=== muldiv_unit ===
==> config.mk <==
export PLATFORM = sky130hd
export DESIGN_NAME = muldiv_unit
export DESIGN_NICKNAME = d
export VERILOG_FILES = /design/src/rtl/muldiv_unit.sv
export SDC_FILE = /design/constraint.sdc
export NUM_CORES = 1
export LEC_CHECK = 0
export CAP_MARGIN = 30
export CORE_MARGIN = 2
export CORE_UTILIZATION = 25
export CTS_CLUSTER_DIAMETER = 30
export DETAILED_ROUTE_END_ITERATION = 8
export PLACE_DENSITY = 0.49
export SLEW_MARGIN = 5
export SYNTH_ARGS = -nofsm -noshare
export SYNTH_HDL_FRONTEND = slang
export SYNTH_SLANG_ARGS = --single-unit
==> constraint.sdc <==
create_clock -name clk -period 5.7 [get_ports clk]
set_input_delay 1.14 -clock clk [delete_from_list [all_inputs] [get_ports clk]]
set_output_delay 1.14 -clock clk [all_outputs]
set_load 0.05 [all_outputs]
==> src/rtl/muldiv_unit.sv <==
// rtl/muldiv_unit.sv - iterative RV32M multiply/divide unit, one bit per clock
module muldiv_unit #(
  parameter int XLEN  = 32,
  parameter int CNT_W = 6
) (
  input  logic            clk,
  input  logic            rst_n,
  input  logic            start,
  input  logic [2:0]      op,
  input  logic [XLEN-1:0] rs1,
  input  logic [XLEN-1:0] rs2,
  output logic            busy,
  output logic            done,
  output logic [XLEN-1:0] result
);

  typedef enum logic [1:0] {IDLE, CALC, FIX, DONE} state_t;

  localparam logic [XLEN-1:0] MIN_NEG = {1'b1, {(XLEN-1){1'b0}}};

  state_t            state;
  logic [2:0]        op_q;
  logic [XLEN-1:0]   a_mag, b_mag;
  logic              sa, sb;
  logic [2*XLEN-1:0] prod;
  logic [XLEN-1:0]   rem;
  logic [CNT_W-1:0]  cnt;

  logic              a_signed, b_signed, sa_in, sb_in, div0, ovf;
  logic [XLEN-1:0]   ma, mb, special_res;
  logic [XLEN:0]     mul_sum, rem_sh, rem_sub;
  logic              ge;
  logic [2*XLEN-1:0] prod_s;
  logic [XLEN-1:0]   q_s, r_s, fix_res;

  // Operand conditioning at launch: signedness, magnitudes and the divide corner cases
  always_comb begin
    a_signed    = (op == 3'd1) || (op == 3'd2) || (op == 3'd4) || (op == 3'd6);
    b_signed    = (op == 3'd1) || (op == 3'd4) || (op == 3'd6);
    sa_in       = a_signed & rs1[XLEN-1];
    sb_in       = b_signed & rs2[XLEN-1];
    ma          = sa_in ? -rs1 : rs1;
    mb          = sb_in ? -rs2 : rs2;
    div0        = op[2] && (rs2 == '0);
    ovf         = op[2] && !op[0] && (rs1 == MIN_NEG) && (rs2 == '1);
    special_res = div0 ? (op[1] ? rs1 : '1) : (op[1] ? '0 : MIN_NEG);
  end

  // One iteration step; the low product half doubles as multiplier / quotient shift register
  always_comb begin
    mul_sum = {1'b0, prod[2*XLEN-1:XLEN]} + (prod[0] ? {1'b0, a_mag} : '0);
    rem_sh  = {rem, prod[XLEN-1]};
    rem_sub = rem_sh - {1'b0, b_mag};
    ge      = rem[XLEN-1] | ~rem_sub[XLEN];
  end

  always_comb begin
    prod_s  = (sa ^ sb) ? -prod : prod;
    q_s     = (sa ^ sb) ? -prod[XLEN-1:0] : prod[XLEN-1:0];
    r_s     = sa ? -rem : rem;
    fix_res = prod_s[XLEN-1:0];
    case (op_q)
      3'd1, 3'd2, 3'd3: fix_res = prod_s[2*XLEN-1:XLEN];
      3'd4, 3'd5:       fix_res = q_s;
      3'd6, 3'd7:       fix_res = r_s;
      default:          fix_res = prod_s[XLEN-1:0];
    endcase
  end

  always_ff @(posedge clk or negedge rst_n) begin
    if (!rst_n) begin
      state  <= IDLE;
      op_q   <= '0;
      a_mag  <= '0;
      b_mag  <= '0;
      sa     <= 1'b0;
      sb     <= 1'b0;
      prod   <= '0;
      rem    <= '0;
      cnt    <= '0;
      busy   <= 1'b0;
      done   <= 1'b0;
      result <= '0;
    end else begin
      done <= 1'b0;
      case (state)
        IDLE: begin
          if (start) begin
            op_q  <= op;
            a_mag <= ma;
            b_mag <= mb;
            sa    <= sa_in;
            sb    <= sb_in;
            prod  <= {{XLEN{1'b0}}, (op[2] ? ma : mb)};
            rem   <= '0;
            cnt   <= '0;
            if (div0 || ovf) begin
              result <= special_res;
              done   <= 1'b1;
              state  <= DONE;
            end else begin
              busy  <= 1'b1;
              state <= CALC;
            end
          end
        end
        CALC: begin
          if (op_q[2]) begin
            rem  <= ge ? rem_sub[XLEN-1:0] : rem_sh[XLEN-1:0];
            prod <= {prod[2*XLEN-1:XLEN], prod[XLEN-2:0], ge};
          end else begin
            prod <= {mul_sum, prod[XLEN-1:1]};
          end
          cnt <= cnt + 1'b1;
          if (cnt == CNT_W'(XLEN-1)) state <= FIX;
        end
        FIX: begin
          result <= fix_res;
          done   <= 1'b1;
          busy   <= 1'b0;
          state  <= DONE;
        end
        default: begin
          state <= IDLE;
        end
      endcase
    end
  end

endmodule

=== irq_pending_latch ===
[src/rtl/irq_pkg.sv]
// Shared definitions for the interrupt pending latch and the 2^N-to-N
// priority encoder it feeds.
//   irq_state_e   : service FSM states (IRQ_IDLE, IRQ_HOLD)
//   IRQ_N_DEFAULT : default encoder index width
//   width_of(n)   : request vector width for an n-bit index (2**n)
package irq_pkg;

    typedef enum logic [0:0] {
        IRQ_IDLE = 1'b0,
        IRQ_HOLD = 1'b1
    } irq_state_e;

    localparam int IRQ_N_DEFAULT = 3;

    function automatic int width_of(input int n);
        return 32'sd1 << n;
    endfunction

endpackage

[src/rtl/irq_edge_capture.sv]
// Rising-edge detector for the raw request lines.
// Optional build macro: IRQ_REQ_SYNC_EN -- when defined, each request bit
// passes through a 2-flop synchroniser before edge detection.
// Ports:
//   clk     : clock, rising edge
//   rst     : asynchronous active-high reset
//   req_i   : raw request levels (W bits)
//   edges_o : one-cycle pulse per bit on a 0->1 transition of the
//             (optionally synchronised) request
module irq_edge_capture #(
    parameter int W = 8
) (
    input  logic         clk,
    input  logic         rst,
    input  logic [W-1:0] req_i,
    output logic [W-1:0] edges_o
);

    logic [W-1:0] req_s;
    logic [W-1:0] req_prev_q;

`ifdef IRQ_REQ_SYNC_EN
    logic [W-1:0] sync1_q;
    logic [W-1:0] sync2_q;

    // Two-stage synchroniser for asynchronous request inputs.
    always_ff @(posedge clk or posedge rst) begin
        if (rst) begin
            sync1_q <= '0;
            sync2_q <= '0;
        end else begin
            sync1_q <= req_i;
            sync2_q <= sync1_q;
        end
    end

    assign req_s = sync2_q;
`else
    assign req_s = req_i;
`endif

    // Previous request level; resets low so a line held high through reset
    // release is seen as a fresh edge.
    always_ff @(posedge clk or posedge rst) begin
        if (rst) begin
            req_prev_q <= '0;
        end else begin
            req_prev_q <= req_s;
        end
    end

    assign edges_o = req_s & ~req_prev_q;

endmodule

[src/rtl/irq_pending_latch.sv]
// Edge-captured, maskable interrupt pending latch feeding a 2^N-to-N
// priority encoder. While a claimed request is in service (HOLD) the vector
// presented to the encoder is frozen so its index/valid stay stable.
// Optional build macro: IRQ_REQ_SYNC_EN (adds 2-flop request synchroniser,
// edge-to-a_o latency becomes 3 cycles instead of 1).
// Ports:
//   clk, rst    : clock and asynchronous active-high reset
//   req_i       : raw request levels, rising edge raises a request
//   mask_i      : per-bit presentation enable (pending kept when masked)
//   claim_i     : snapshot current a_o and enter service
//   done_i      : service of done_idx_i complete, clear that pending bit
//   done_idx_i  : index of the bit to clear
//   a_o         : vector to encoder input
//   pending_o   : raw pending register
//   busy_o      : high while in service
//   overflow_o  : sticky, an edge hit an already-pending bit
module irq_pending_latch
    import irq_pkg::*;
#(
    parameter  int N = IRQ_N_DEFAULT,
    localparam int W = width_of(N)
) (
    input  logic         clk,
    input  logic         rst,
    input  logic [W-1:0] req_i,
    input  logic [W-1:0] mask_i,
    input  logic         claim_i,
    input  logic         done_i,
    input  logic [N-1:0] done_idx_i,
    output logic [W-1:0] a_o,
    output logic [W-1:0] pending_o,
    output logic         busy_o,
    output logic         overflow_o
);

    irq_state_e   state_q, state_d;
    logic [W-1:0] pending_q, pending_d;
    logic [W-1:0] snapshot_q, snapshot_d;
    logic         overflow_q, overflow_d;

    logic [W-1:0] edges_s;
    logic [W-1:0] clr_s;
    logic [W-1:0] visible_s;

    irq_edge_capture #(.W(W)) u_edge (
        .clk     (clk),
        .rst     (rst),
        .req_i   (req_i),
        .edges_o (edges_s)
    );

    assign visible_s = pending_q & mask_i;

    // Clear vector: completion is only honoured while in service.
    always_comb begin
        clr_s = '0;
        if ((state_q == IRQ_HOLD) && done_i) begin
            clr_s[done_idx_i] = 1'b1;
        end else begin
            clr_s = '0;
        end
    end

    // Pending/overflow next state; a same-cycle set beats a clear and is not
    // an overflow because the bit was being released.
    always_comb begin
        pending_d  = (pending_q & ~clr_s) | edges_s;
        overflow_d = overflow_q | (|(edges_s & pending_q & ~clr_s));
    end

    // Service FSM next state and snapshot capture.
    always_comb begin
        state_d    = state_q;
        snapshot_d = snapshot_q;
        case (state_q)
            IRQ_IDLE: begin
                if (claim_i && (visible_s != '0)) begin
                    snapshot_d = visible_s;
                    state_d    = IRQ_HOLD;
                end else begin
                    state_d    = IRQ_IDLE;
                end
            end
            IRQ_HOLD: begin
                if (done_i) begin
                    state_d = IRQ_IDLE;
                end else begin
                    state_d = IRQ_HOLD;
                end
            end
            default: begin
                state_d = IRQ_IDLE;
            end
        endcase
    end

    // State registers.
    always_ff @(posedge clk or posedge rst) begin
        if (rst) begin
            state_q    <= IRQ_IDLE;
            pending_q  <= '0;
            snapshot_q <= '0;
            overflow_q <= 1'b0;
        end else begin
            state_q    <= state_d;
            pending_q  <= pending_d;
            snapshot_q <= snapshot_d;
            overflow_q <= overflow_d;
        end
    end

    // a_o follows pending & mask with no register delay in IDLE so a
    // completed request's successor appears one cycle after done_i.
    assign a_o        = (state_q == IRQ_HOLD) ? snapshot_q : visible_s;
    assign pending_o  = pending_q;
    assign busy_o     = (state_q == IRQ_HOLD);
    assign overflow_o = overflow_q;

endmodule
[config.mk]
export PLATFORM = sky130hd
export DESIGN_NAME = irq_pending_latch
export DESIGN_NICKNAME = d
export VERILOG_FILES = /design/src/rtl/irq_pkg.sv /design/src/rtl/irq_edge_capture.sv /design/src/rtl/irq_pending_latch.sv
export SDC_FILE = /design/constraint.sdc
export NUM_CORES = 1
export LEC_CHECK = 0
export CAP_MARGIN = 10
export CORE_ASPECT_RATIO = 1.1
export CORE_MARGIN = 2
export CORE_UTILIZATION = 40
export DETAILED_ROUTE_END_ITERATION = 8
export GPL_ROUTABILITY_DRIVEN = 0
export PLACE_DENSITY = 0.74
export SKIP_LAST_GASP = 1
export SLEW_MARGIN = 15
export SYNTH_ARGS = -nofsm -noshare
export SYNTH_HDL_FRONTEND = slang
export SYNTH_HIERARCHICAL = 1
export SYNTH_SLANG_ARGS = --single-unit
export TNS_END_PERCENT = 50
[constraint.sdc]
create_clock -name clk -period 3 [get_ports clk]
set_input_delay 0.6 -clock clk [delete_from_list [all_inputs] [get_ports clk]]
set_output_delay 0.6 -clock clk [all_outputs]
set_load 0.01 [all_outputs]
Fig. 1: irq_pending_latch, gate families picked out
Drawn at 4 px/um.
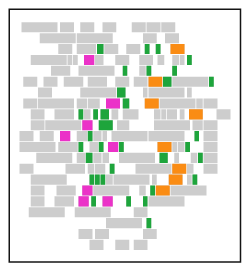
| colour | family | cells |
|---|---|---|
| orange | multiplexers | 8 |
| magenta | AND-OR and OR-AND gates | 8 |
| green | NAND gates | 34 |
Final Instance Count excl. Fillers: 198
multi-input gate share of total cell area: 0.315
Commonest Layout Cell: clkdlybuf4s50_1

Fig. 2: irq_pending_latch, clock distribution
Drawn at 8 px/um.
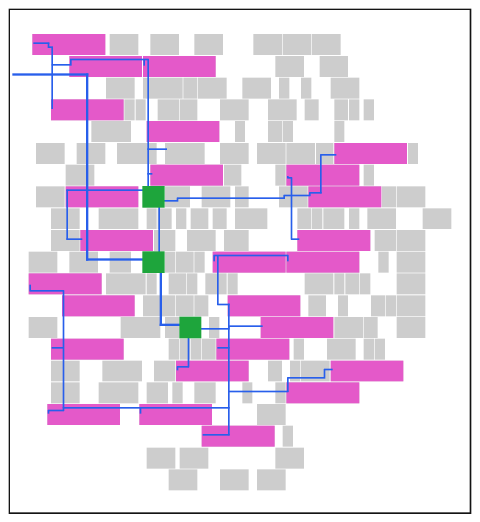
[green] clock drivers | count: 3
[magenta] flip-flops | count: 26
[blue] clock wires | length: 278 um
routed clock nets: 4
clock power share: 0.207
Max Clock Skew: 0.00552 ns

==> qor.csv, irq_pending_latch <==
metric,value,unit
inverters,11,
Synth top area share,0.517,
Max-area cell class,flip-flops and latches,
met3 usage,0.0228,
max-slew violations,0,
fp util,0.416,
xor+xnor area frac,0,
HPWL Detailed,2060,um
Post-synth regs,26,
Port Buffers,40,
Placed Instances,194,
Dominant flop cell,dfrtp_1,
Log Warnings,26,
number of global-route vias before repair,983,
max incr delay on CP,0.56,ns
Area Overhead vs Synth,36.8,%
Worst Hold End,overflow_o,
cts hold-fix bufs,0,
Comb power,238,uW
final setup fails,0,
crit-path most repeated cell,clkdlybuf4s50_1,
crit end category,output port,
sequential cell count,26,
Mux cell area share,0.0637,
CP endpoint,a_o[6],
most frequent cells after synthesis,"26 x dfrtp_1, 26 x nand2_1, 11 x inv_1, 10 x o21ai_0",
buffer share of cell area,0.237,
pwr dens,493,nW/um^2
GRT Util Overall,0.156,
first-pass GRT wire length,4490,um
number of remaining DRC errors,0,
Crit. Startpoint,mask_i[6],
RSZ-0062 raised after global routing,no,
total power,847,uW
adder share,0,
status,finished clean,
Die Ht,62.8,um
initial antenna violation count,0,
area reported by Yosys stat,1260,sq um
area of the core,3020,sq um
Synth async-reset ratio,1.00,
Leading power group,registers,
LEAKAGE,0.000786,uW
DR vias,984,
WL/cell,13.1,um
largest net degree at the start of global routing,22,
RR Endpoint,overflow_o,
Crit path arrival time,1.89,ns
Ports,41,
Power Sequential,434,uW
==> irq_pending_latch: worst reg2reg max path, stage by stage (launching register included) <==
cell and delay [ns]:
dfrtp_1 0.72, and3b_1 0.38, a21oi_1 0.10, nor4_1 0.37
nand3_1 0.13
==> irq_pending_latch: layout by cell type (no fill, tap or decap) <==
cell and count:
a21o_1 7, a21oi_1 4, a311oi_1 1, a31oi_1 2, and3_4 1, and3b_1 1
buf_4 1, clkbuf_4 3, clkbuf_8 1, clkdlybuf4s50_1 40, dfrtp_1 26, inv_1 11
mux2i_1 8, nand2_1 26, nand2b_1 2, nand3_1 3, nand3_2 1, nand4_1 2
nor2_1 1, nor2b_1 2, nor2b_4 8, nor4_1 1, o211a_1 1, o211ai_1 1
o21ai_0 10
==> irq_pending_latch: layer usage <==
metal | share of wire | routed length (um)
met5 | 0 | 0
met4 | 0.012 | 30
met3 | 0.039 | 101
met2 | 0.50 | 1300
met1 | 0.45 | 1170
==> irq_pending_latch: metrics by stage <==
step	cell area, sq um	setup WS [ns]
detailed placement	1680	0.500
global route	1720	0.409
finish	1720	0.510
floorplan	1260	1.34
CTS	1720	0.500
global placement	1680	0.511
Fig. 3: muldiv_unit, clock distribution
Drawn at 2 px/um.
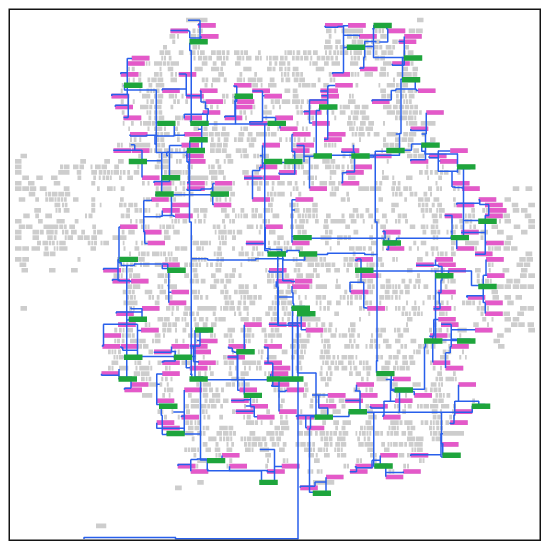
[green] clock drivers | count: 61
[magenta] flip-flops | count: 207
[blue] clock wires | length: 4370 um
routed clock nets: 62
Max Clock Skew: 0.0163 ns
clock power share: 0.284

==> qor.csv, muldiv_unit <==
metric,value,unit
Post-synth EDFFs,0,
multi-input gate share of total cell area,0.523,
clkbuf count,84,
Die ar.,70100,sq um
final hold violation count,0,
Port Buffers,103,
met3 WL,7060,um
status,finished clean,
Slew @ Worst Pin,1.08,ns
buffer share of cell area,0.0660,
Synth Area per Inst,7.95,sq um
Comb power,6190,uW
inverters,75,
Area Overhead vs Synth,24.7,%
Final Instance Count excl. Fillers,3149,
met1 usage,0.290,
postcts setup bufs,0,
Die Ht,265,um
met2 Use GR,0.295,
crit-path most repeated cell,and4_1,
met3 usage,0.0529,
Max-area cell class,combinational gates,
fp util,0.253,
Synth warnings,0,
Worst VDD drop,234,uV
AO/OA Area Share,0.249,
max incr delay on CP,0.71,ns
Finished Cell Area,21200,sq um
largest net degree at the start of global routing,112,
MI comb cells,1732,
pre-CTS WS,0.956,ns
crit path buf inv count,2,
Leading power group,combinational cells,
type of the worst min-delay path,reg -> reg,
Placed Instances,3032,
Critical Path RT,6.21,ns
Power Clock,3560,uW
Routed met1 length,33300,um
setup TNS,0,ns
CTS tree,done,
WL met2,29800,um
Crit Path Max Fanout,16,
Reg with most FFs,prod,
number of detailed-route iterations in the first pass,6,
net switching power,5840,uW
## muldiv_unit: cells in the mapped netlist (all sizes together) (4+ instances only)
cell	instances	area (sq um)
or4	18	146
xnor2	99	867
nand2b	22	138
and4	4	35.0
o21a	7	52.6
xor2	101	885
nand4	18	113
o22ai	24	150
o41ai	15	154
and3	11	68.8
a32oi	13	114
a211oi	20	150
a22o	9	78.8
a21o	30	225
o21bai	9	67.6
dfrtp	207	5180
nor2	178	686
a22oi	9	67.6
nor2b	10	62.6
nor3	41	226
a31oi	43	269
and2	46	288
a21oi	171	856
o21ai	221	1110
nand3	56	285
mux2	19	214
clkbuf	104	398
nor4	27	239
ha	74	926
inv	75	282
a41oi	13	114
buf	19	114
a311oi	6	52.6
o31ai	29	231
or3	27	174
mux2i	33	330
nand2	252	948
o211ai	16	120
o311ai	9	78.8
## muldiv_unit: path summary, 6_finish.rpt
kind	to	slack [ns]	start
max reg2reg	prod[62]	1.49	prod[0]
min in group asynchronous	prod[50]	0.58	rst_n
max	result[20]	1.40	rs1[8]
min	a_mag[12]	0.47	a_mag[12]
min reg2reg	a_mag[12]	0.47	a_mag[12]
max in group asynchronous	result[28]	3.91	rst_n


==> notes/layouts.md <==
Pictures saved along the way, in no particular order.

Metal layers overlaid.
Plate I
Drawn at 1 px/um.
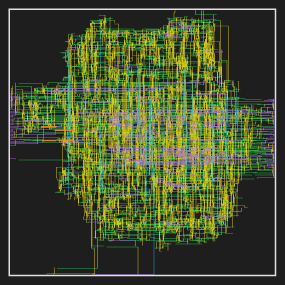
Plate II
Drawn at 4 px/um.
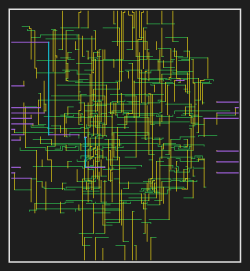
irq_pending_latch: Plate II
muldiv_unit: Plate I

Key to Plate I:
| colour | layer | wire length |
|---|---|---|
| green | metal 1 | 33.3 mm |
| cyan | metal 4 | 2410 um |
| orange | metal 5 | 78.2 um |
| yellow | metal 2 | 29.8 mm |
| purple | metal 3 | 7060 um |

No activity file was given, so power comes from the tool's default toggle rates.
